######## adc_capture_ctrl ########
Figure 1. Wiring heat map (adc_capture_ctrl).
Drawn at 4 px/um. 20 x 20 tiles, from white (low) to dark blue (high), scaled to the fullest tile. Values are wire area over tile area, all layers added.
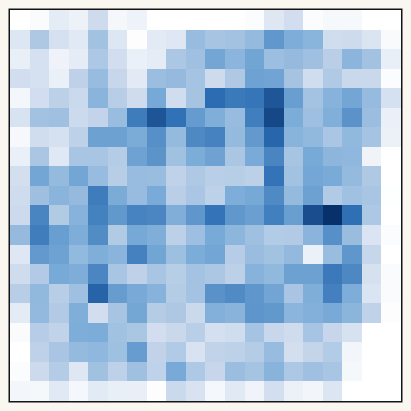

## src/rtl/adc_capture_ctrl.sv

```systemverilog
// ADC capture controller: SPI-commanded trigger/capture into an external sample
// buffer, followed by SPI readout of the captured samples.
module adc_capture_ctrl #(
  parameter int ADDR_W = 10
) (
  input  logic              clk,
  input  logic              rst,
  input  logic [7:0]        adc_sample,
  input  logic              adc_valid,
  input  logic [1:0]        ext_trig,
  input  logic [7:0]        rx_byte,
  input  logic              rx_flag,
  output logic [7:0]        tx_byte,
  output logic              buf_we,
  output logic [ADDR_W-1:0] buf_waddr,
  output logic [7:0]        buf_wdata,
  output logic [ADDR_W-1:0] buf_raddr,
  input  logic [7:0]        buf_rdata,
  output logic              busy
);

  localparam logic [2:0] S_IDLE    = 3'd0;
  localparam logic [2:0] S_ARMED   = 3'd1;
  localparam logic [2:0] S_CAPTURE = 3'd2;
  localparam logic [2:0] S_DONE    = 3'd3;
  localparam logic [2:0] S_READOUT = 3'd4;

  localparam logic [7:0] OP_ABORT     = 8'h00;
  localparam logic [7:0] OP_SET_LEVEL = 8'h01;
  localparam logic [7:0] OP_SET_LEN   = 8'h02;
  localparam logic [7:0] OP_SET_MODE  = 8'h03;
  localparam logic [7:0] OP_ARM       = 8'h04;
  localparam logic [7:0] OP_READ      = 8'h05;

  // Index of the last sample: (len+1)*4-1, with the length capped at the buffer depth.
  function automatic logic [ADDR_W:0] f_last(input logic [7:0] len);
    int unsigned raw;
    raw = (int'(len) + 32'd1) * 32'd4;
    if (raw > (32'd1 << ADDR_W)) begin
      raw = 32'd1 << ADDR_W;
    end else begin
      raw = raw;
    end
    return (ADDR_W+1)'(raw - 32'd1);
  endfunction

  logic [2:0]      r_state, w_state;
  logic [7:0]      r_level, w_level;
  logic [7:0]      r_len, w_len;
  logic [7:0]      r_mode, w_mode;
  logic            r_done, w_done;
  logic            r_pend, w_pend;
  logic [1:0]      r_pend_op, w_pend_op;
  logic [ADDR_W:0] r_count, w_count;
  logic [ADDR_W:0] r_index, w_index;
  logic            r_prev_valid, w_prev_valid;
  logic [7:0]      r_prev_sample, w_prev_sample;
  logic            r_edge_seen, w_edge_seen;
  logic [1:0]      r_trig_q;

  logic              w_we;
  logic [ADDR_W-1:0] w_waddr;
  logic [7:0]        w_wdata;
  logic [ADDR_W-1:0] w_raddr;
  logic [7:0]        w_tx;
  logic              w_busy;
  logic [ADDR_W:0]   w_last;
  logic              w_cfg_ok;
  logic              w_edge;
  logic              w_hit;

  assign w_last   = f_last(r_len);
  assign w_cfg_ok = (r_state == S_IDLE) || (r_state == S_DONE);
  // mode 2 watches ext_trig[0], mode 3 watches ext_trig[1]
  assign w_edge   = ext_trig[r_mode[0]] & ~r_trig_q[r_mode[0]];
  assign w_hit    = (r_mode[1:0] == 2'd1)
                  ? (r_prev_valid && (r_prev_sample < r_level) && (adc_sample >= r_level))
                  : (r_mode[1] && (w_edge || r_edge_seen));
  assign w_tx     = (w_state == S_READOUT) ? buf_rdata : {w_done, 4'b0000, w_state};
  assign w_busy   = (w_state == S_ARMED) || (w_state == S_CAPTURE);

  // Next-state logic: sample path first, then SPI commands which take precedence.
  always_comb begin
    w_state       = r_state;
    w_level       = r_level;
    w_len         = r_len;
    w_mode        = r_mode;
    w_done        = r_done;
    w_pend        = r_pend;
    w_pend_op     = r_pend_op;
    w_count       = r_count;
    w_index       = r_index;
    w_prev_valid  = r_prev_valid;
    w_prev_sample = r_prev_sample;
    w_edge_seen   = r_edge_seen;
    w_we          = 1'b0;
    w_waddr       = buf_waddr;
    w_wdata       = buf_wdata;
    w_raddr       = buf_raddr;

    case (r_state)
      S_ARMED: begin
        if (adc_valid && w_hit) begin
          w_we    = 1'b1;
          w_waddr = {ADDR_W{1'b0}};
          w_wdata = adc_sample;
          w_count = {{ADDR_W{1'b0}}, 1'b1};
          w_state = S_CAPTURE;
        end else begin
          if (adc_valid) begin
            w_prev_valid  = 1'b1;
            w_prev_sample = adc_sample;
          end else begin
            w_prev_valid  = r_prev_valid;
          end
          if (w_edge) begin
            w_edge_seen = 1'b1;
          end else begin
            w_edge_seen = r_edge_seen;
          end
        end
      end
      S_CAPTURE: begin
        if (adc_valid) begin
          w_we    = 1'b1;
          w_waddr = r_count[ADDR_W-1:0];
          w_wdata = adc_sample;
          w_count = r_count + {{ADDR_W{1'b0}}, 1'b1};
          if (r_count == w_last) begin
            w_state = S_DONE;
            w_done  = 1'b1;
          end else begin
            w_state = S_CAPTURE;
          end
        end else begin
          w_count = r_count;
        end
      end
      S_READOUT: begin
        if (rx_flag) begin
          if (r_index == w_last) begin
            w_state = S_DONE;
          end else begin
            w_index = r_index + {{ADDR_W{1'b0}}, 1'b1};
            w_raddr = w_index[ADDR_W-1:0];
          end
        end else begin
          w_raddr = r_index[ADDR_W-1:0];
        end
      end
      default: begin
        w_state = r_state;
      end
    endcase

    if (rx_flag && (r_state != S_READOUT)) begin
      if (r_pend) begin
        // payload byte: any value, 0x00 included, is data here
        w_pend = 1'b0;
        if (w_cfg_ok) begin
          case (r_pend_op)
            2'd1:    w_level = rx_byte;
            2'd2:    w_len   = rx_byte;
            2'd3:    w_mode  = rx_byte;
            default: w_level = r_level;
          endcase
        end else begin
          w_level = r_level;
        end
      end else begin
        case (rx_byte)
          OP_ABORT: begin
            w_state = S_IDLE;
            w_done  = 1'b0;
            w_we    = 1'b0;
            w_waddr = buf_waddr;
            w_wdata = buf_wdata;
          end
          OP_SET_LEVEL, OP_SET_LEN, OP_SET_MODE: begin
            w_pend    = 1'b1;
            w_pend_op = rx_byte[1:0];
          end
          OP_ARM: begin
            if (w_cfg_ok) begin
              w_done       = 1'b0;
              w_count      = {(ADDR_W+1){1'b0}};
              w_prev_valid = 1'b0;
              w_edge_seen  = 1'b0;
              w_state      = (r_mode[1:0] == 2'd0) ? S_CAPTURE : S_ARMED;
            end else begin
              w_done = r_done;
            end
          end
          OP_READ: begin
            if (r_state == S_DONE) begin
              w_state = S_READOUT;
              w_index = {(ADDR_W+1){1'b0}};
              w_raddr = {ADDR_W{1'b0}};
            end else begin
              w_index = r_index;
            end
          end
          default: begin
            w_pend = r_pend;
          end
        endcase
      end
    end else begin
      w_pend = r_pend;
    end
  end

  // State and registered outputs; reset overrides every same-cycle event.
  always_ff @(posedge clk) begin
    if (rst) begin
      r_state       <= S_IDLE;
      r_level       <= 8'h80;
      r_len         <= 8'hFF;
      r_mode        <= 8'h00;
      r_done        <= 1'b0;
      r_pend        <= 1'b0;
      r_pend_op     <= 2'd0;
      r_count       <= {(ADDR_W+1){1'b0}};
      r_index       <= {(ADDR_W+1){1'b0}};
      r_prev_valid  <= 1'b0;
      r_prev_sample <= 8'h00;
      r_edge_seen   <= 1'b0;
      r_trig_q      <= 2'b00;
      buf_we        <= 1'b0;
      buf_waddr     <= {ADDR_W{1'b0}};
      buf_wdata     <= 8'h00;
      buf_raddr     <= {ADDR_W{1'b0}};
      tx_byte       <= 8'h00;
      busy          <= 1'b0;
    end else begin
      r_state       <= w_state;
      r_level       <= w_level;
      r_len         <= w_len;
      r_mode        <= w_mode;
      r_done        <= w_done;
      r_pend        <= w_pend;
      r_pend_op     <= w_pend_op;
      r_count       <= w_count;
      r_index       <= w_index;
      r_prev_valid  <= w_prev_valid;
      r_prev_sample <= w_prev_sample;
      r_edge_seen   <= w_edge_seen;
      r_trig_q      <= ext_trig;
      buf_we        <= w_we;
      buf_waddr     <= w_waddr;
      buf_wdata     <= w_wdata;
      buf_raddr     <= w_raddr;
      tx_byte       <= w_tx;
      busy          <= w_busy;
    end
  end

endmodule
```

## config.mk

```make
export PLATFORM = sky130hd
export DESIGN_NAME = adc_capture_ctrl
export DESIGN_NICKNAME = d
export VERILOG_FILES = /design/src/rtl/adc_capture_ctrl.sv
export SDC_FILE = /design/constraint.sdc
export NUM_CORES = 1
export LEC_CHECK = 0
export ABC_AREA = 1
export CAP_MARGIN = 20
export CORE_UTILIZATION = 62
export CTS_CLUSTER_SIZE = 24
export DETAILED_ROUTE_END_ITERATION = 10
export DONT_BUFFER_PORTS = 1
export PLACE_DENSITY = 0.78
export SKIP_LAST_GASP = 1
export SLEW_MARGIN = 30
export SYNTH_ARGS = -nofsm -noshare
export SYNTH_HDL_FRONTEND = slang
export SYNTH_SLANG_ARGS = --single-unit
```

## constraint.sdc

```tcl
create_clock -name clk -period 3.9 [get_ports clk]
set_input_delay 0.39 -clock clk [delete_from_list [all_inputs] [get_ports clk]]
set_output_delay 0.39 -clock clk [all_outputs]
set_load 0.005 [all_outputs]
```

######## dds_hop_scheduler ########
File: src/rtl/dds_hop_pkg.sv
// Shared types and constants for the DDS frequency-hop scheduler.
package dds_hop_pkg;
  typedef enum logic [1:0] {
    ST_IDLE,
    ST_LOAD,
    ST_UPD,
    ST_DWELL
  } state_t;

  localparam int         MIN_GAP     = 16;
  localparam int         IOUD_W      = 2;
  localparam logic [2:0] MODE_SINGLE = 3'b000;
  localparam int         FTW_W       = 48;
  localparam int         PTW_W       = 14;
endpackage

File: src/rtl/dds_hop_table.sv
// Profile table: one registered write port, one combinational read port.
module dds_hop_table
  import dds_hop_pkg::*;
#(
  parameter int DEPTH   = 8,
  parameter int AW      = 3,
  parameter int DWELL_W = 24
) (
  input  logic               clk,
  input  logic               we,
  input  logic [AW-1:0]      wr_addr,
  input  logic [FTW_W-1:0]   wr_ftw,
  input  logic [PTW_W-1:0]   wr_ptw,
  input  logic [DWELL_W-1:0] wr_dwell,
  input  logic [AW-1:0]      rd_addr,
  output logic [FTW_W-1:0]   rd_ftw,
  output logic [PTW_W-1:0]   rd_ptw,
  output logic [DWELL_W-1:0] rd_dwell
);
  logic [FTW_W-1:0]   ftw_mem   [DEPTH];
  logic [PTW_W-1:0]   ptw_mem   [DEPTH];
  logic [DWELL_W-1:0] dwell_mem [DEPTH];

  always_ff @(posedge clk) begin
    if (we) begin
      ftw_mem[wr_addr]   <= wr_ftw;
      ptw_mem[wr_addr]   <= wr_ptw;
      dwell_mem[wr_addr] <= wr_dwell;
    end
  end

  assign rd_ftw   = ftw_mem[rd_addr];
  assign rd_ptw   = ptw_mem[rd_addr];
  assign rd_dwell = dwell_mem[rd_addr];
endmodule

File: src/rtl/dds_hop_scheduler.sv
// Frequency-hop sequencer: loads each profile entry into the DDS config
// writer, pulses IOUD, dwells, then advances (optionally looping).
module dds_hop_scheduler
  import dds_hop_pkg::*;
#(
  parameter int DEPTH   = 8,
  parameter int AW      = 3,
  parameter int DWELL_W = 24,
  parameter int TIMEOUT = 255
) (
  input  logic               CLK,
  input  logic               RSTN,
  input  logic               TBL_WE,
  input  logic [AW-1:0]      TBL_ADDR,
  input  logic [FTW_W-1:0]   TBL_FTW,
  input  logic [PTW_W-1:0]   TBL_PTW,
  input  logic [DWELL_W-1:0] TBL_DWELL,
  input  logic               START,
  input  logic               STOP,
  input  logic [AW:0]        NUM,
  input  logic               LOOP,
  output logic               CFG_CEN,
  output logic [15:0]        CFG_F1H,
  output logic [31:0]        CFG_F1L,
  output logic [PTW_W-1:0]   CFG_PTW1,
  output logic [2:0]         CFG_MODE,
  input  logic               CFG_READY,
  output logic               IOUD,
  output logic               BUSY,
  output logic [AW-1:0]      CUR_IDX,
  output logic               DONE,
  output logic               ERR
);
  localparam int TW = $clog2(TIMEOUT + 1);
  localparam int UW = $clog2(IOUD_W + 1);

  // Short dwells are stretched so the writer sees CEN low long enough to idle.
  function automatic logic [DWELL_W-1:0] gap_dwell(input logic [DWELL_W-1:0] d);
    return (d < DWELL_W'(MIN_GAP)) ? DWELL_W'(MIN_GAP) : d;
  endfunction

  state_t             state_q, state_d;
  logic [AW-1:0]      idx_q, idx_d;
  logic [AW-1:0]      last_q, last_d;
  logic               cen_q, cen_d;
  logic [15:0]        f1h_q, f1h_d;
  logic [31:0]        f1l_q, f1l_d;
  logic [PTW_W-1:0]   ptw_q, ptw_d;
  logic [DWELL_W-1:0] dwell_q, dwell_d;
  logic [DWELL_W-1:0] dcnt_q, dcnt_d;
  logic [TW-1:0]      tmo_q, tmo_d;
  logic [UW-1:0]      ucnt_q, ucnt_d;
  logic               stop_q, stop_d;
  logic               ioud_q, ioud_d;
  logic               busy_q, busy_d;
  logic               done_q, done_d;
  logic               err_q, err_d;

  logic [AW-1:0]      rd_addr;
  logic [FTW_W-1:0]   rd_ftw;
  logic [PTW_W-1:0]   rd_ptw;
  logic [DWELL_W-1:0] rd_dwell;
  logic [AW:0]        num_eff;
  logic [AW-1:0]      last_start;
  logic               fetch;

  dds_hop_table #(
    .DEPTH  (DEPTH),
    .AW     (AW),
    .DWELL_W(DWELL_W)
  ) u_table (
    .clk     (CLK),
    .we      (TBL_WE),
    .wr_addr (TBL_ADDR),
    .wr_ftw  (TBL_FTW),
    .wr_ptw  (TBL_PTW),
    .wr_dwell(TBL_DWELL),
    .rd_addr (rd_addr),
    .rd_ftw  (rd_ftw),
    .rd_ptw  (rd_ptw),
    .rd_dwell(rd_dwell)
  );

  assign num_eff    = (NUM > (AW+1)'(DEPTH)) ? (AW+1)'(DEPTH) : NUM;
  assign last_start = AW'(num_eff - 1'b1);

  // Read address is the entry that would be fetched on this edge.
  always_comb begin
    rd_addr = idx_q;
    if (state_q == ST_IDLE || (state_q == ST_DWELL && idx_q == last_q)) begin
      rd_addr = '0;
    end else if (state_q == ST_DWELL) begin
      rd_addr = idx_q + 1'b1;
    end
  end

  always_comb begin
    state_d = state_q;
    idx_d   = idx_q;
    last_d  = last_q;
    cen_d   = cen_q;
    f1h_d   = f1h_q;
    f1l_d   = f1l_q;
    ptw_d   = ptw_q;
    dwell_d = dwell_q;
    dcnt_d  = dcnt_q;
    tmo_d   = tmo_q;
    ucnt_d  = ucnt_q;
    stop_d  = stop_q | STOP;
    ioud_d  = ioud_q;
    busy_d  = busy_q;
    done_d  = 1'b0;
    err_d   = err_q;
    fetch   = 1'b0;
    case (state_q)
      ST_IDLE: begin
        stop_d = 1'b0;
        if (START && NUM != '0) begin
          fetch   = 1'b1;
          idx_d   = '0;
          last_d  = last_start;
          err_d   = 1'b0;
          busy_d  = 1'b1;
          state_d = ST_LOAD;
        end
      end
      ST_LOAD: begin
        if (CFG_READY) begin
          cen_d   = 1'b0;
          ioud_d  = 1'b1;
          ucnt_d  = '0;
          state_d = ST_UPD;
        end else if (tmo_q == TW'(TIMEOUT - 1)) begin
          cen_d   = 1'b0;
          busy_d  = 1'b0;
          err_d   = 1'b1;
          stop_d  = 1'b0;
          state_d = ST_IDLE;
        end else begin
          tmo_d = tmo_q + 1'b1;
        end
      end
      ST_UPD: begin
        if (ucnt_q == UW'(IOUD_W - 1)) begin
          ioud_d  = 1'b0;
          dcnt_d  = dwell_q;
          state_d = ST_DWELL;
        end else begin
          ucnt_d = ucnt_q + 1'b1;
        end
      end
      ST_DWELL: begin
        if (stop_q || STOP || (dcnt_q <= DWELL_W'(1) && idx_q == last_q && !LOOP)) begin
          done_d  = 1'b1;
          busy_d  = 1'b0;
          stop_d  = 1'b0;
          state_d = ST_IDLE;
        end else if (dcnt_q <= DWELL_W'(1)) begin
          fetch   = 1'b1;
          idx_d   = rd_addr;
          state_d = ST_LOAD;
        end else begin
          dcnt_d = dcnt_q - 1'b1;
        end
      end
      default: state_d = ST_IDLE;
    endcase
    if (fetch) begin
      cen_d   = 1'b1;
      f1h_d   = rd_ftw[FTW_W-1:32];
      f1l_d   = rd_ftw[31:0];
      ptw_d   = rd_ptw;
      dwell_d = gap_dwell(rd_dwell);
      tmo_d   = '0;
    end
  end

  always_ff @(posedge CLK) begin
    if (!RSTN) begin
      state_q <= ST_IDLE;
      idx_q   <= '0;
      last_q  <= '0;
      cen_q   <= 1'b0;
      f1h_q   <= '0;
      f1l_q   <= '0;
      ptw_q   <= '0;
      dwell_q <= '0;
      dcnt_q  <= '0;
      tmo_q   <= '0;
      ucnt_q  <= '0;
      stop_q  <= 1'b0;
      ioud_q  <= 1'b0;
      busy_q  <= 1'b0;
      done_q  <= 1'b0;
      err_q   <= 1'b0;
    end else begin
      state_q <= state_d;
      idx_q   <= idx_d;
      last_q  <= last_d;
      cen_q   <= cen_d;
      f1h_q   <= f1h_d;
      f1l_q   <= f1l_d;
      ptw_q   <= ptw_d;
      dwell_q <= dwell_d;
      dcnt_q  <= dcnt_d;
      tmo_q   <= tmo_d;
      ucnt_q  <= ucnt_d;
      stop_q  <= stop_d;
      ioud_q  <= ioud_d;
      busy_q  <= busy_d;
      done_q  <= done_d;
      err_q   <= err_d;
    end
  end

  assign CFG_CEN  = cen_q;
  assign CFG_F1H  = f1h_q;
  assign CFG_F1L  = f1l_q;
  assign CFG_PTW1 = ptw_q;
  assign CFG_MODE = MODE_SINGLE;
  assign IOUD     = ioud_q;
  assign BUSY     = busy_q;
  assign CUR_IDX  = idx_q;
  assign DONE     = done_q;
  assign ERR      = err_q;
endmodule

File: config.mk
export PLATFORM = sky130hd
export DESIGN_NAME = dds_hop_scheduler
export DESIGN_NICKNAME = d
export VERILOG_FILES = /design/src/rtl/dds_hop_pkg.sv /design/src/rtl/dds_hop_table.sv /design/src/rtl/dds_hop_scheduler.sv
export SDC_FILE = /design/constraint.sdc
export NUM_CORES = 1
export LEC_CHECK = 0
export CAP_MARGIN = 20
export CORE_ASPECT_RATIO = 0.5
export CORE_MARGIN = 2
export CORE_UTILIZATION = 35
export CTS_BUF_LIST = sky130_fd_sc_hd__clkbuf_8 sky130_fd_sc_hd__clkbuf_16
export CTS_CLUSTER_SIZE = 25
export DETAILED_ROUTE_END_ITERATION = 7
export PLACE_DENSITY = 0.49
export SETUP_SLACK_MARGIN = 0.3
export SYNTH_ARGS = -nofsm -noshare
export SYNTH_HDL_FRONTEND = slang
export SYNTH_HIERARCHICAL = 1
export SYNTH_SLANG_ARGS = --single-unit
File: constraint.sdc
create_clock -name CLK -period 9.65 [get_ports CLK]
set_input_delay 1.4475 -clock CLK [delete_from_list [all_inputs] [get_ports CLK]]
set_output_delay 1.4475 -clock CLK [all_outputs]
set_load 0.02 [all_outputs]
######## int_entry_seq ########
[src/rtl/int_entry_seq.sv]
// Interrupt-entry sequencer: on an int_req rising edge, pushes PC high/low and flags
// to the stack, then redirects the PC to the interrupt vector.
module int_entry_seq #(
  parameter int              PC_W     = 32,
  parameter int              DATA_W   = 16,
  parameter int              FLAG_W   = 3,
  parameter logic [PC_W-1:0] VEC_ADDR = 32'h0000_0000
) (
  input  logic              clk,
  input  logic              rst,
  input  logic              int_req,
  input  logic              stall_in,
  input  logic [PC_W-1:0]   pc_in,
  input  logic [FLAG_W-1:0] flags_in,
  output logic              int_out,
  output logic [1:0]        count,
  output logic              mem_write,
  output logic              sp_dec,
  output logic [DATA_W-1:0] wr_data,
  output logic              pc_load,
  output logic [PC_W-1:0]   pc_next,
  output logic              int_ack
);

  typedef enum logic [2:0] {
    IDLE,
    PUSH_HI,
    PUSH_LO,
    PUSH_FL,
    VECTOR
  } state_t;

  state_t            state;
  logic              req_q;
  logic              pending;
  logic [PC_W-1:0]   pc_r;
  logic [FLAG_W-1:0] fl_r;
  logic              push_q;
  logic              vec_q;
  logic              int_q;
  logic [1:0]        count_q;
  logic [DATA_W-1:0] wr_data_q;
  logic [PC_W-1:0]   pc_next_q;
  logic              req_edge;
  logic              start;

  assign req_edge = int_req & ~req_q;
  assign start    = (state == IDLE) & (pending | req_edge) & ~stall_in;

  always_ff @(posedge clk) begin
    if (rst) begin
      state     <= IDLE;
      req_q     <= 1'b0;
      pending   <= 1'b0;
      pc_r      <= '0;
      fl_r      <= '0;
      push_q    <= 1'b0;
      vec_q     <= 1'b0;
      int_q     <= 1'b0;
      count_q   <= 2'd0;
      wr_data_q <= '0;
      pc_next_q <= '0;
    end else begin
      req_q <= int_req;
      // A start consumes both the latched request and any coincident edge
      if (start)
        pending <= 1'b0;
      else if (req_edge)
        pending <= 1'b1;

      case (state)
        IDLE: begin
          if (start) begin
            pc_r      <= pc_in;
            fl_r      <= flags_in;
            state     <= PUSH_HI;
            int_q     <= 1'b1;
            count_q   <= 2'd3;
            push_q    <= 1'b1;
            wr_data_q <= pc_in[PC_W-1:DATA_W];
          end
        end
        PUSH_HI: begin
          if (!stall_in) begin
            state     <= PUSH_LO;
            count_q   <= 2'd2;
            wr_data_q <= pc_r[DATA_W-1:0];
          end
        end
        PUSH_LO: begin
          if (!stall_in) begin
            state     <= PUSH_FL;
            count_q   <= 2'd1;
            wr_data_q <= {{(DATA_W-FLAG_W){1'b0}}, fl_r};
          end
        end
        PUSH_FL: begin
          if (!stall_in) begin
            state     <= VECTOR;
            count_q   <= 2'd0;
            push_q    <= 1'b0;
            wr_data_q <= '0;
            vec_q     <= 1'b1;
            pc_next_q <= VEC_ADDR;
          end
        end
        VECTOR: begin
          if (!stall_in) begin
            state     <= IDLE;
            int_q     <= 1'b0;
            vec_q     <= 1'b0;
            pc_next_q <= '0;
          end
        end
        default: state <= IDLE;
      endcase
    end
  end

  // Strobes are suppressed while stalled so each step is issued exactly once
  assign mem_write = push_q & ~stall_in;
  assign sp_dec    = mem_write;
  assign pc_load   = vec_q & ~stall_in;
  assign int_ack   = pc_load;
  assign wr_data   = wr_data_q;
  assign pc_next   = pc_next_q;
  assign count     = count_q;
  assign int_out   = int_q;

endmodule

[config.mk]
export PLATFORM = sky130hd
export DESIGN_NAME = int_entry_seq
export DESIGN_NICKNAME = d
export VERILOG_FILES = /design/src/rtl/int_entry_seq.sv
export SDC_FILE = /design/constraint.sdc
export NUM_CORES = 1
export LEC_CHECK = 0
export CORE_ASPECT_RATIO = 0.6
export CORE_MARGIN = 3
export CORE_UTILIZATION = 46
export DETAILED_ROUTE_END_ITERATION = 10
export PLACE_DENSITY = 0.81
export SLEW_MARGIN = 10
export SYNTH_ARGS = -nofsm -noshare
export SYNTH_HDL_FRONTEND = slang
export SYNTH_SLANG_ARGS = --single-unit
[constraint.sdc]
create_clock -name clk -period 3.2 [get_ports clk]
set_input_delay 0.32 -clock clk [delete_from_list [all_inputs] [get_ports clk]]
set_output_delay 0.32 -clock clk [all_outputs]
set_load 0.02 [all_outputs]
######## preproc_frame2lenet ########
==> src/rtl/preproc_frame2lenet.sv <==
// Quantizer-to-LeNet frame preprocessor: buffers pixel beats with frame markers,
// checks line/frame geometry and replays each buffered frame behind a start pulse.
module preproc_frame2lenet #(
    parameter int PIX_BITS   = 8,
    parameter int IMG_W      = 32,
    parameter int IMG_H      = 32,
    parameter int FIFO_DEPTH = 64
) (
    input  logic                          clk,
    input  logic                          arst_n,
    input  logic                          q_valid,
    input  logic                          q_line_last,
    input  logic                          q_frame_last,
    input  logic [7:0]                    q_pixel,
    output logic                          q_ready,
    output logic                          lenet_start,
    output logic                          lenet_v,
    input  logic                          lenet_ready,
    output logic                          lenet_last,
    output logic [PIX_BITS-1:0]           lenet_pix,
    output logic                          err_geom,
    output logic [15:0]                   frame_cnt,
    output logic [$clog2(FIFO_DEPTH):0]   fifo_level
);
    localparam int AW = $clog2(FIFO_DEPTH);
    localparam int CW = (IMG_W > 1) ? $clog2(IMG_W) : 1;
    localparam int RW = (IMG_H > 1) ? $clog2(IMG_H) : 1;
    localparam logic [AW:0]   DEPTH_L = (AW+1)'(FIFO_DEPTH);
    localparam logic [CW-1:0] COL_MAX = CW'(IMG_W - 1);
    localparam logic [RW-1:0] ROW_MAX = RW'(IMG_H - 1);

    typedef enum logic [1:0] {IDLE, START, STREAM} state_t;
    state_t state, state_nx;

    logic rst_meta, rst_n;
    logic [9:0] mem [FIFO_DEPTH];
    logic [AW:0] wr_ptr, rd_ptr;
    logic empty, full, push, pop, inc_frame;
    logic [7:0] head_pix;
    logic head_sof, head_eof;
    logic [CW-1:0] col;
    logic [RW-1:0] row;
    logic sof_pend, line_end, frame_end;
    logic [PIX_BITS-1:0] cast_pix;

    // Assert asynchronously, release only after two clk edges.
    always_ff @(posedge clk or negedge arst_n) begin
        if (!arst_n) begin
            rst_meta <= 1'b0;
            rst_n    <= 1'b0;
        end else begin
            rst_meta <= 1'b1;
            rst_n    <= rst_meta;
        end
    end

    assign fifo_level = wr_ptr - rd_ptr;
    assign empty      = (wr_ptr == rd_ptr);
    assign full       = (fifo_level == DEPTH_L);
    assign q_ready    = rst_n && !full;
    assign push       = q_valid && q_ready;
    assign {head_pix, head_sof, head_eof} = mem[rd_ptr[AW-1:0]];

    always_ff @(posedge clk) begin
        if (push)
            mem[wr_ptr[AW-1:0]] <= {q_pixel, sof_pend, q_frame_last};
    end

    always_ff @(posedge clk or negedge rst_n) begin
        if (!rst_n) begin
            wr_ptr    <= '0;
            rd_ptr    <= '0;
            state     <= IDLE;
            frame_cnt <= '0;
        end else begin
            if (push)
                wr_ptr <= wr_ptr + 1'b1;
            if (pop)
                rd_ptr <= rd_ptr + 1'b1;
            state <= state_nx;
            if (inc_frame)
                frame_cnt <= frame_cnt + 16'd1;
        end
    end

    assign line_end  = (col == COL_MAX);
    assign frame_end = line_end && (row == ROW_MAX);

    always_ff @(posedge clk or negedge rst_n) begin
        if (!rst_n) begin
            col      <= '0;
            row      <= '0;
            sof_pend <= 1'b1;
            err_geom <= 1'b0;
        end else if (push) begin
            if ((q_line_last != line_end) || (q_frame_last != frame_end))
                err_geom <= 1'b1;
            sof_pend <= q_frame_last;
            if (q_frame_last) begin
                col <= '0;
                row <= '0;
            end else if (q_line_last) begin
                col <= '0;
                row <= (row == ROW_MAX) ? '0 : row + 1'b1;
            end else begin
                col <= line_end ? '0 : col + 1'b1;
            end
        end
    end

    always_comb begin
        state_nx    = state;
        pop         = 1'b0;
        inc_frame   = 1'b0;
        lenet_start = 1'b0;
        lenet_v     = 1'b0;
        case (state)
            IDLE: begin
                // A head without sof is a fragment of a frame we never started: drop it.
                if (!empty) begin
                    if (head_sof) state_nx = START;
                    else          pop      = 1'b1;
                end
            end
            START: begin
                lenet_start = 1'b1;
                state_nx    = STREAM;
            end
            STREAM: begin
                lenet_v = !empty;
                if (lenet_v && lenet_ready) begin
                    pop = 1'b1;
                    if (head_eof) begin
                        state_nx  = IDLE;
                        inc_frame = 1'b1;
                    end
                end
            end
            default: state_nx = IDLE;
        endcase
    end

    generate
        if (PIX_BITS == 8) begin : gen_pass
            assign cast_pix = head_pix;
        end else if (PIX_BITS > 8) begin : gen_wide
            assign cast_pix = {{(PIX_BITS-8){head_pix[7]}}, head_pix};
        end else begin : gen_narrow
            localparam logic signed [8:0] HALF = 9'(1 << (7 - PIX_BITS));
            localparam logic signed [8:0] MAXV = 9'((1 << (PIX_BITS - 1)) - 1);
            logic signed [8:0] sum_r, shr;
            assign sum_r    = $signed({head_pix[7], head_pix}) + HALF;
            assign shr      = sum_r >>> (8 - PIX_BITS);
            assign cast_pix = (shr > MAXV) ? MAXV[PIX_BITS-1:0] : shr[PIX_BITS-1:0];
        end
    endgenerate

    assign lenet_pix  = lenet_v ? cast_pix : '0;
    assign lenet_last = lenet_v && head_eof;
endmodule

==> config.mk <==
export PLATFORM = sky130hd
export DESIGN_NAME = preproc_frame2lenet
export DESIGN_NICKNAME = d
export VERILOG_FILES = /design/src/rtl/preproc_frame2lenet.sv
export SDC_FILE = /design/constraint.sdc
export NUM_CORES = 1
export LEC_CHECK = 0
export ABC_AREA = 1
export CAP_MARGIN = 0
export CORE_MARGIN = 2
export CORE_UTILIZATION = 36
export CTS_CLUSTER_DIAMETER = 80
export CTS_CLUSTER_SIZE = 16
export DETAILED_ROUTE_END_ITERATION = 10
export GPL_TIMING_DRIVEN = 0
export SYNTH_ARGS = -nofsm -noshare
export SYNTH_HDL_FRONTEND = slang
export SYNTH_SLANG_ARGS = --single-unit
==> constraint.sdc <==
create_clock -name clk -period 3.4 [get_ports clk]
set_clock_uncertainty 0.05 [all_clocks]
set_input_delay 0.51 -clock clk [delete_from_list [all_inputs] [get_ports clk]]
set_output_delay 0.51 -clock clk [all_outputs]
set_load 0.02 [all_outputs]
Figure 2. Routing congestion map (adc_capture_ctrl).
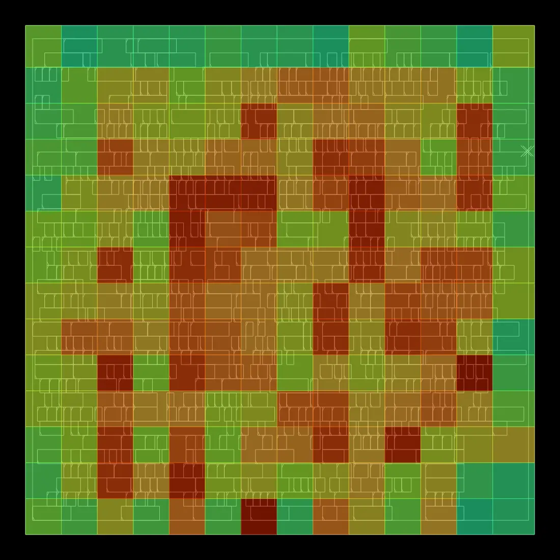
Wirelength per Cell: 14.97 um
global routing usage summed across all routing layers: 30.96%
met2 track demand over resource: 51.45%
final design utilization: 67.48%
fraction of met1 tracks used by global routing: 39.10%

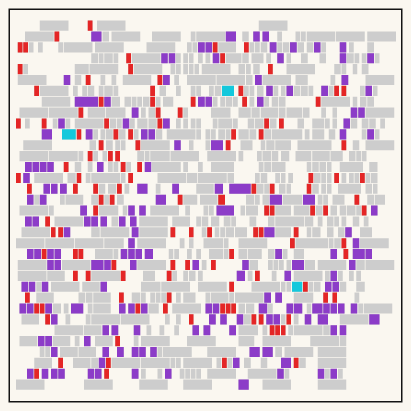
Figure 3: adc_capture_ctrl, logic cells by family.
Drawn at 4 px/um.
Key: red = inverters [cells 125, most used inv_1, where spread over the die]; purple = inverting AOI/OAI gates [cells 173, most used a21oi_1, where spread over the die]; cyan = AND-OR and OR-AND gates [cells 3]
Final Non-Filler Cells: 934
fraction of area in multi-input gates: 53.38%
most common library cell in the layout ignoring fill and taps: nand2_1

Notes on Figure 1 above:
The emptiest ninth of the die: north-west. The fullest tile reaches 0.69. 20% of the tiles are over half the peak. 7.2% of the tiles are nearly empty. The mean over all tiles is 0.24.
post-detailed-routing wire length: 13.99 mm
number of vias in the routed layout: 5371

==> Flow_metrics.wiki, adc_capture_ctrl <==
=== Synthesis and place and route ===
{| class="wikitable"
! Metric !! Value
|-
| Simple logic cell fraction of the synthesized area || 31.46%
|-
| CP required || 4.21 ns
|-
| HP Class || in -> reg
|-
| Worst hold path stage count || 1
|-
| Number of enable flip-flop cells || 0
|-
| DRC Markers || 2
|-
| Via count of the first global-routing pass || 5257
|-
| Post-CTS Setup Repair Bufs || 0
|-
| Critical Path End || r_index[8]
|-
| Power dissipated by switching net loads || 716.6 uW
|-
| Starting utilization of the core area || 64.54%
|-
| Cell repeated most along the worst path || nand2_1
|-
| Clock root buffer || clkbuf_8
|-
| Seq. pwr || 1.12 mW
|-
| Min-delay src || rst
|-
| Worst clock skew || 0.01436 ns
|-
| Clock tree cell share of total cell area || 3.369%
|-
| First-pass DRT Iterations || 8
|-
| Yosys Warn Count || 0
|-
| Maximum number of pins on one net before global-route repair || 41
|-
| Most common cell in the netlist || nand2_1
|-
| Inverters || 125
|-
| Minimum hold slack || 0.06537 ns
|-
| Critical path's largest stage delay || 0.43 ns
|-
| Tap Count || 108
|-
| Nets@finish || 870
|-
| Die Span Y || 97.74 um
|-
| Fraction of final layout cells with drive strength greater than 1 || 7.506%
|-
| Number of antenna cells inserted || 0
|-
| Setup crit start || r_len[0]
|-
| Violated checks || design-rule violations
|-
| Critical Path AT || 3.28 ns
|-
| Outcome || complete, but fails checks
|-
| Max-Slew Margin vs Limit || 57.85%
|-
| Dominant flop cell || dfxtp_1
|-
| Sequential cell fraction of total power || 51.5%
|-
| Count of max-cap constraint violations || 0
|-
| Count of distinct cell types in the synthesized netlist || 52
|-
| DIE WIDTH || 97.74 um
|-
| Post-synthesis cell count from yosys || 829
|-
| Ports placed on the boundary || 68
|-
| Share of synthesized area occupied by flip-flops and latches || 34.17%
|-
| Gate count after technology mapping || 829
|-
| Number of buffers outside the clock class in the layout || 3
|-
| Area share of buffers outside the clock network || 0.3790%
|-
| TNS Setup || 0 ns
|-
| Yosys xor share || 2.818%
|-
| Main area contributors || dfxtp_1 34%, nand2_1 10%, inv_1 7.7%
|-
| Count of state elements after synthesis || 97
|-
| Overall power consumption || 2.170 mW
|-
| Met1 WL || 6.383 mm
|-
| CTS tree || done
|}
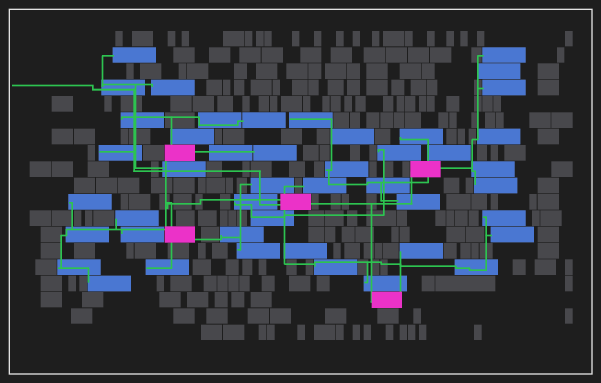
Figure 4: int_entry_seq, clock wires, drivers and flops.
Drawn at 6 px/um.
Key: blue = flip-flops [count 45]; magenta = cells driving clock nets [count 5]; green = clock wires [length 506 um]
There are 6 routed clock nets.
clock distribution power: 377 uW
clock insertion delay at the later pin of the skew report: 0.29 ns

==> Flow_metrics.wiki, int_entry_seq <==
=== Synthesis and place and route ===
{| class="wikitable"
! Metric !! Value
|-
| Worst setup slack after placement || 0.8964 ns
|-
| Number of fillers in the final layout || 445
|-
| Switching Fraction || 28.53%
|-
| Tally of OpenROAD warnings || 26
|-
| Capture endpoint of the worst hold path || wr_data[15]
|-
| Worst clock skew || 0.008559 ns
|-
| Number of buffers outside the clock class in the layout || 64
|-
| Most common logic cells in the final layout || 61 x clkdlybuf4s50_1, 45 x dfxtp_1, 34 x nor2_1, 32 x conb_1, 30 x a21oi_1
|-
| Highest achievable clock rate || 430.2 MHz
|-
| Outcome || completed
|-
| CP required || 3.37 ns
|-
| Largest Pwr Group || registers
|-
| Met2 track demand over resource || 23.82%
|-
| Kind of cell adding the most delay to the critical path || flip-flops
|-
| DRC violation total after the first TritonRoute iteration || 119
|-
| Number of antenna violations at the first check in global routing || 0
|-
| Via count of the first global-routing pass || 1621
|-
| RSZ-0062 raised after global routing || no
|-
| Number of clock buffer instances in the layout || 7
|-
| Count of distinct cell types in the synthesized netlist || 32
|-
| Via-per-instance ratio || 4.754
|-
| Worst hold path stage count || 2
|-
| Synth top area share || 39.52%
|-
| Die footprint || 0.005864 mm^2
|-
| Count of state elements after synthesis || 45
|-
| Wire length on met2 || 2.080 mm
|-
| Die Span Y || 60.53 um
|-
| Top cells by count || 45 x dfxtp_1, 36 x buf_4, 34 x nor2_1
|-
| Count of max-cap constraint violations || 0
|-
| Biggest area consumer among synthesized cells || dfxtp_1
|-
| Slew Viols, Final || 0
|-
| Synthesized area per cell || 8.443 um^2
|-
| Gpl congestion || 0.8026
|}
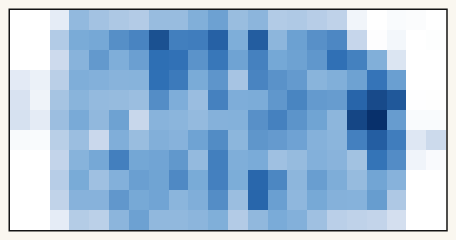
Figure 5: dds_hop_scheduler, wiring heat map.
Drawn at 1 px/um. 22 x 11 tiles, from white (low) to dark blue (high), scaled to the fullest tile. Values are wire area over tile area, all layers added.
The fullest tile reaches 0.29. The emptiest ninth of the die: north-east. The mean over all tiles is 0.12. 35% of the tiles are over half the peak.
Wirelength per Cell: 22.14 um
global routing usage summed across all routing layers: 15.23%
number of vias in the routed layout: 16270
post-detailed-routing wire length: 72.61 mm

==> Flow_metrics.wiki, dds_hop_scheduler <==
=== Synthesis and place and route ===
{| class="wikitable"
! Metric !! Value
|-
| Number of port buffers || 169
|-
| Fraction of area in multi-input gates || 22.89%
|-
| Fraction of the mapped netlist area in compound gates || 2.308%
|-
| Most common logic cells in the final layout || 688 x edfxtp_1, 216 x nand2_1, 172 x mux4_2, 168 x clkdlybuf4s50_1, 134 x dfxtp_1
|-
| Dominant combinational cell family by area after synthesis || multiplexers
|-
| Largest Pwr Group || registers
|-
| Number of placement rows || 79
|-
| Count of state elements after synthesis || 822
|-
| Number of gates on the worst path with buffers counted || 14
|-
| Number of fillers in the final layout || 8345
|-
| Power per unit of standard cell area || 200.2 mW/mm^2
|-
| Largest buffer count on any clock path || 3
|-
| Final setup slack of the worst path || 4.788 ns
|-
| Count of max-cap constraint violations || 0
|-
| DRC Markers || 0
|-
| Ports placed on the boundary || 173
|-
| Most common library cell in the layout ignoring fill and taps || edfxtp_1
|-
| Critical Path, Cell by Cell || ha_1 > buf_4 > a21o_1 > nand2_1 > nor4_2 > buf_4 > buf_4 > mux4_2 > mux2_2 > nor4_1 > nand2_1 > o21a_1 > nand2_1 > mux2i_1
|-
| Maximum number of pins on one net before global-route repair || 101
|-
| Met1 WL || 33.33 mm
|-
| H-tree lvl count || 3
|-
| Count of distinct cell types in the synthesized netlist || 59
|-
| Switching Fraction || 21.93%
|-
| Clock insertion delay at the later pin of the skew report || 0.66 ns
|-
| Inverters || 12
|-
| Top sig layer || met4
|-
| Internal power of the cells || 5.983 mW
|-
| Tap Count || 1255
|-
| Clock tree cell share of total cell area || 6.770%
|-
| Fin crit period || 4.862 ns
|-
| Biggest area consumer among synthesized cells || edfxtp_1
|-
| Global-route met3 utilization || 3.066%
|-
| Nets@finish || 2068
|-
| Chip area line of the yosys report || 0.03269 mm^2
|-
| Flop share of the area || 60.98%
|-
| Starting utilization of the core area || 35.26%
|-
| Dominant flop cell || edfxtp_1
|-
| Final Non-Filler Cells || 3279
|-
| Global-route wire length before repair || 109.7 mm
|-
| Die Span Y || 220.1 um
|-
| Fraction of final layout cells with drive strength greater than 1 || 21.16%
|-
| Gpl congestion || 0.7368
|-
| Share of the clock period used by the worst path after layout || 50.38%
|-
| DRC violation total after the first TritonRoute iteration || 1137
|-
| Outcome || completed
|-
| Critical path's largest stage delay || 0.85 ns
|-
| Worst setup slack after placement || 4.693 ns
|-
| Instance area at placement || 0.03568 mm^2
|-
| Number of sinks on the clock net || 822
|-
| Slew Viols, Final || 0
|-
| Area growth from synthesis to final layout || 17.08%
|}
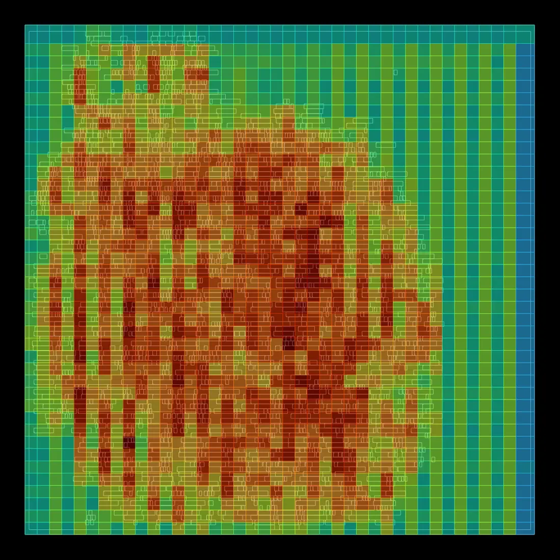
Figure 6: preproc_frame2lenet, routing congestion map.
global routing usage summed across all routing layers: 25.18%
Wirelength per Cell: 28.44 um
final design utilization: 45.96%
met2 track demand over resource: 39.49%
global-route met3 utilization: 5.445%

==> Flow_metrics.wiki, preproc_frame2lenet <==
=== Synthesis and place and route ===
{| class="wikitable"
! Metric !! Value
|-
| Outcome || complete, but fails checks
|-
| Violated checks || negative setup slack
|-
| Number of port buffers || 49
|-
| # setup viols final || 69
|-
| Maximum number of pins on one net before global-route repair || 66
|-
| Top cell category || flip-flops and latches
|-
| Dominant flop cell || edfxtp_1
|-
| CP required || 2.84 ns
|-
| Final setup slack of the worst path || -0.3650 ns
|-
| Remaining number of nets flagged by the antenna check after routing || 0
|-
| Clock root buffer || clkbuf_16
|-
| Starting utilization of the core area || 36.35%
|-
| Final Instance Area || 0.03631 mm^2
|-
| DRC Markers || 0
|-
| RSZ-0062 raised after global routing || yes
|-
| Gpl congestion || 0.9915
|-
| Count of distinct cell types in the synthesized netlist || 46
|}


==> gallery <==
Clock wires, drivers and flops.
picture 1
Drawn at 1.5 px/um.
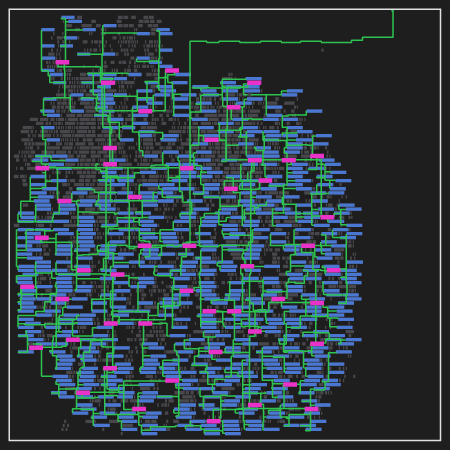
picture 2
Drawn at 1.5 px/um.
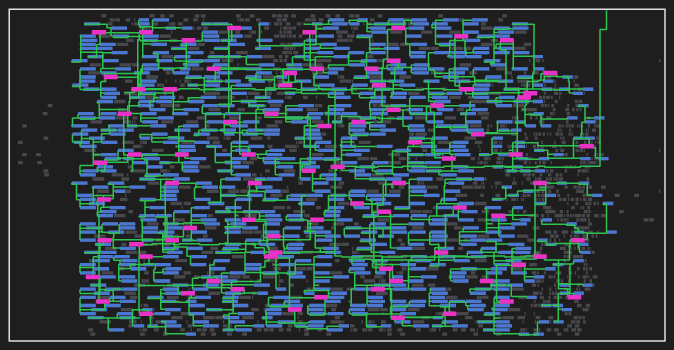
picture 3
Drawn at 4 px/um.
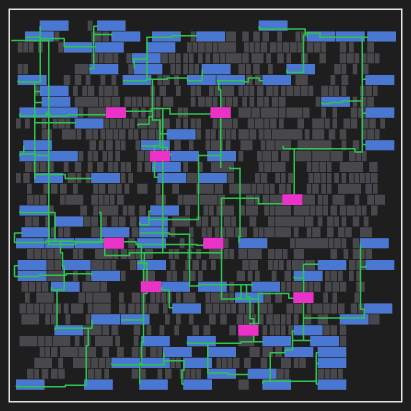
The one with the smallest die is picture 3.
The one with the most sequential cells is picture 2.
dds_hop_scheduler -> picture 2
preproc_frame2lenet -> picture 1
adc_capture_ctrl -> picture 3


==> notes/layouts.md <==
Pictures saved along the way, in no particular order.

Port wiring.
panel A
Drawn at 4 px/um.
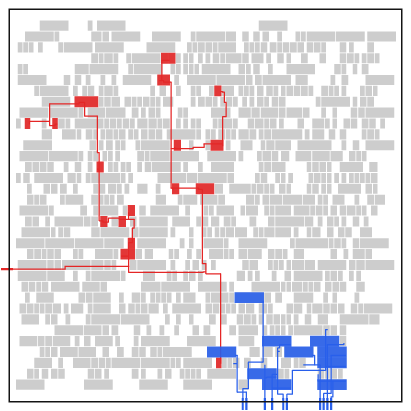
panel B
Drawn at 1.5 px/um.
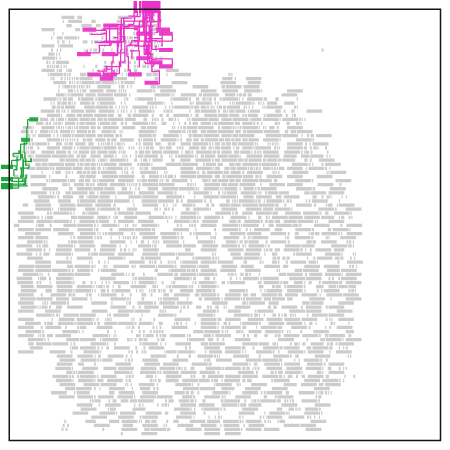
panel C
Drawn at 1.5 px/um.
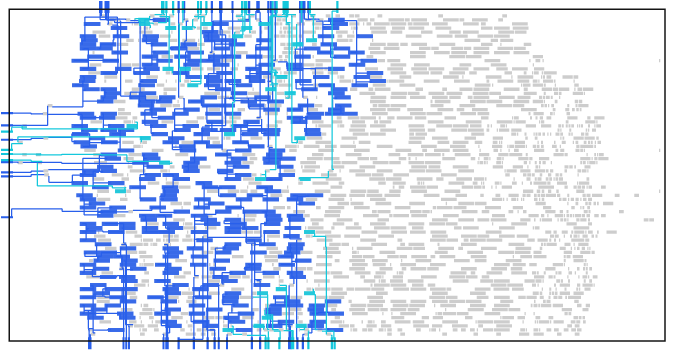
panel D
Drawn at 6 px/um.
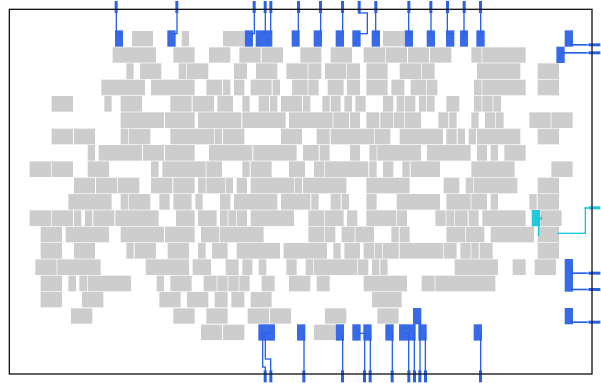
Of these, largest die: panel C
Of these, fewest cells: panel D
adc_capture_ctrl: panel A
int_entry_seq: panel D
dds_hop_scheduler: panel C
preproc_frame2lenet: panel B

Key to panel B:
Key: magenta = frame_cnt [direction output, edge north, end cells 16, buffers 16, wire 1030 um]; green = fifo_level [direction output, edge west, end cells 7, buffers 9, wire 207 um]

Power and IR drop assume default switching activity.
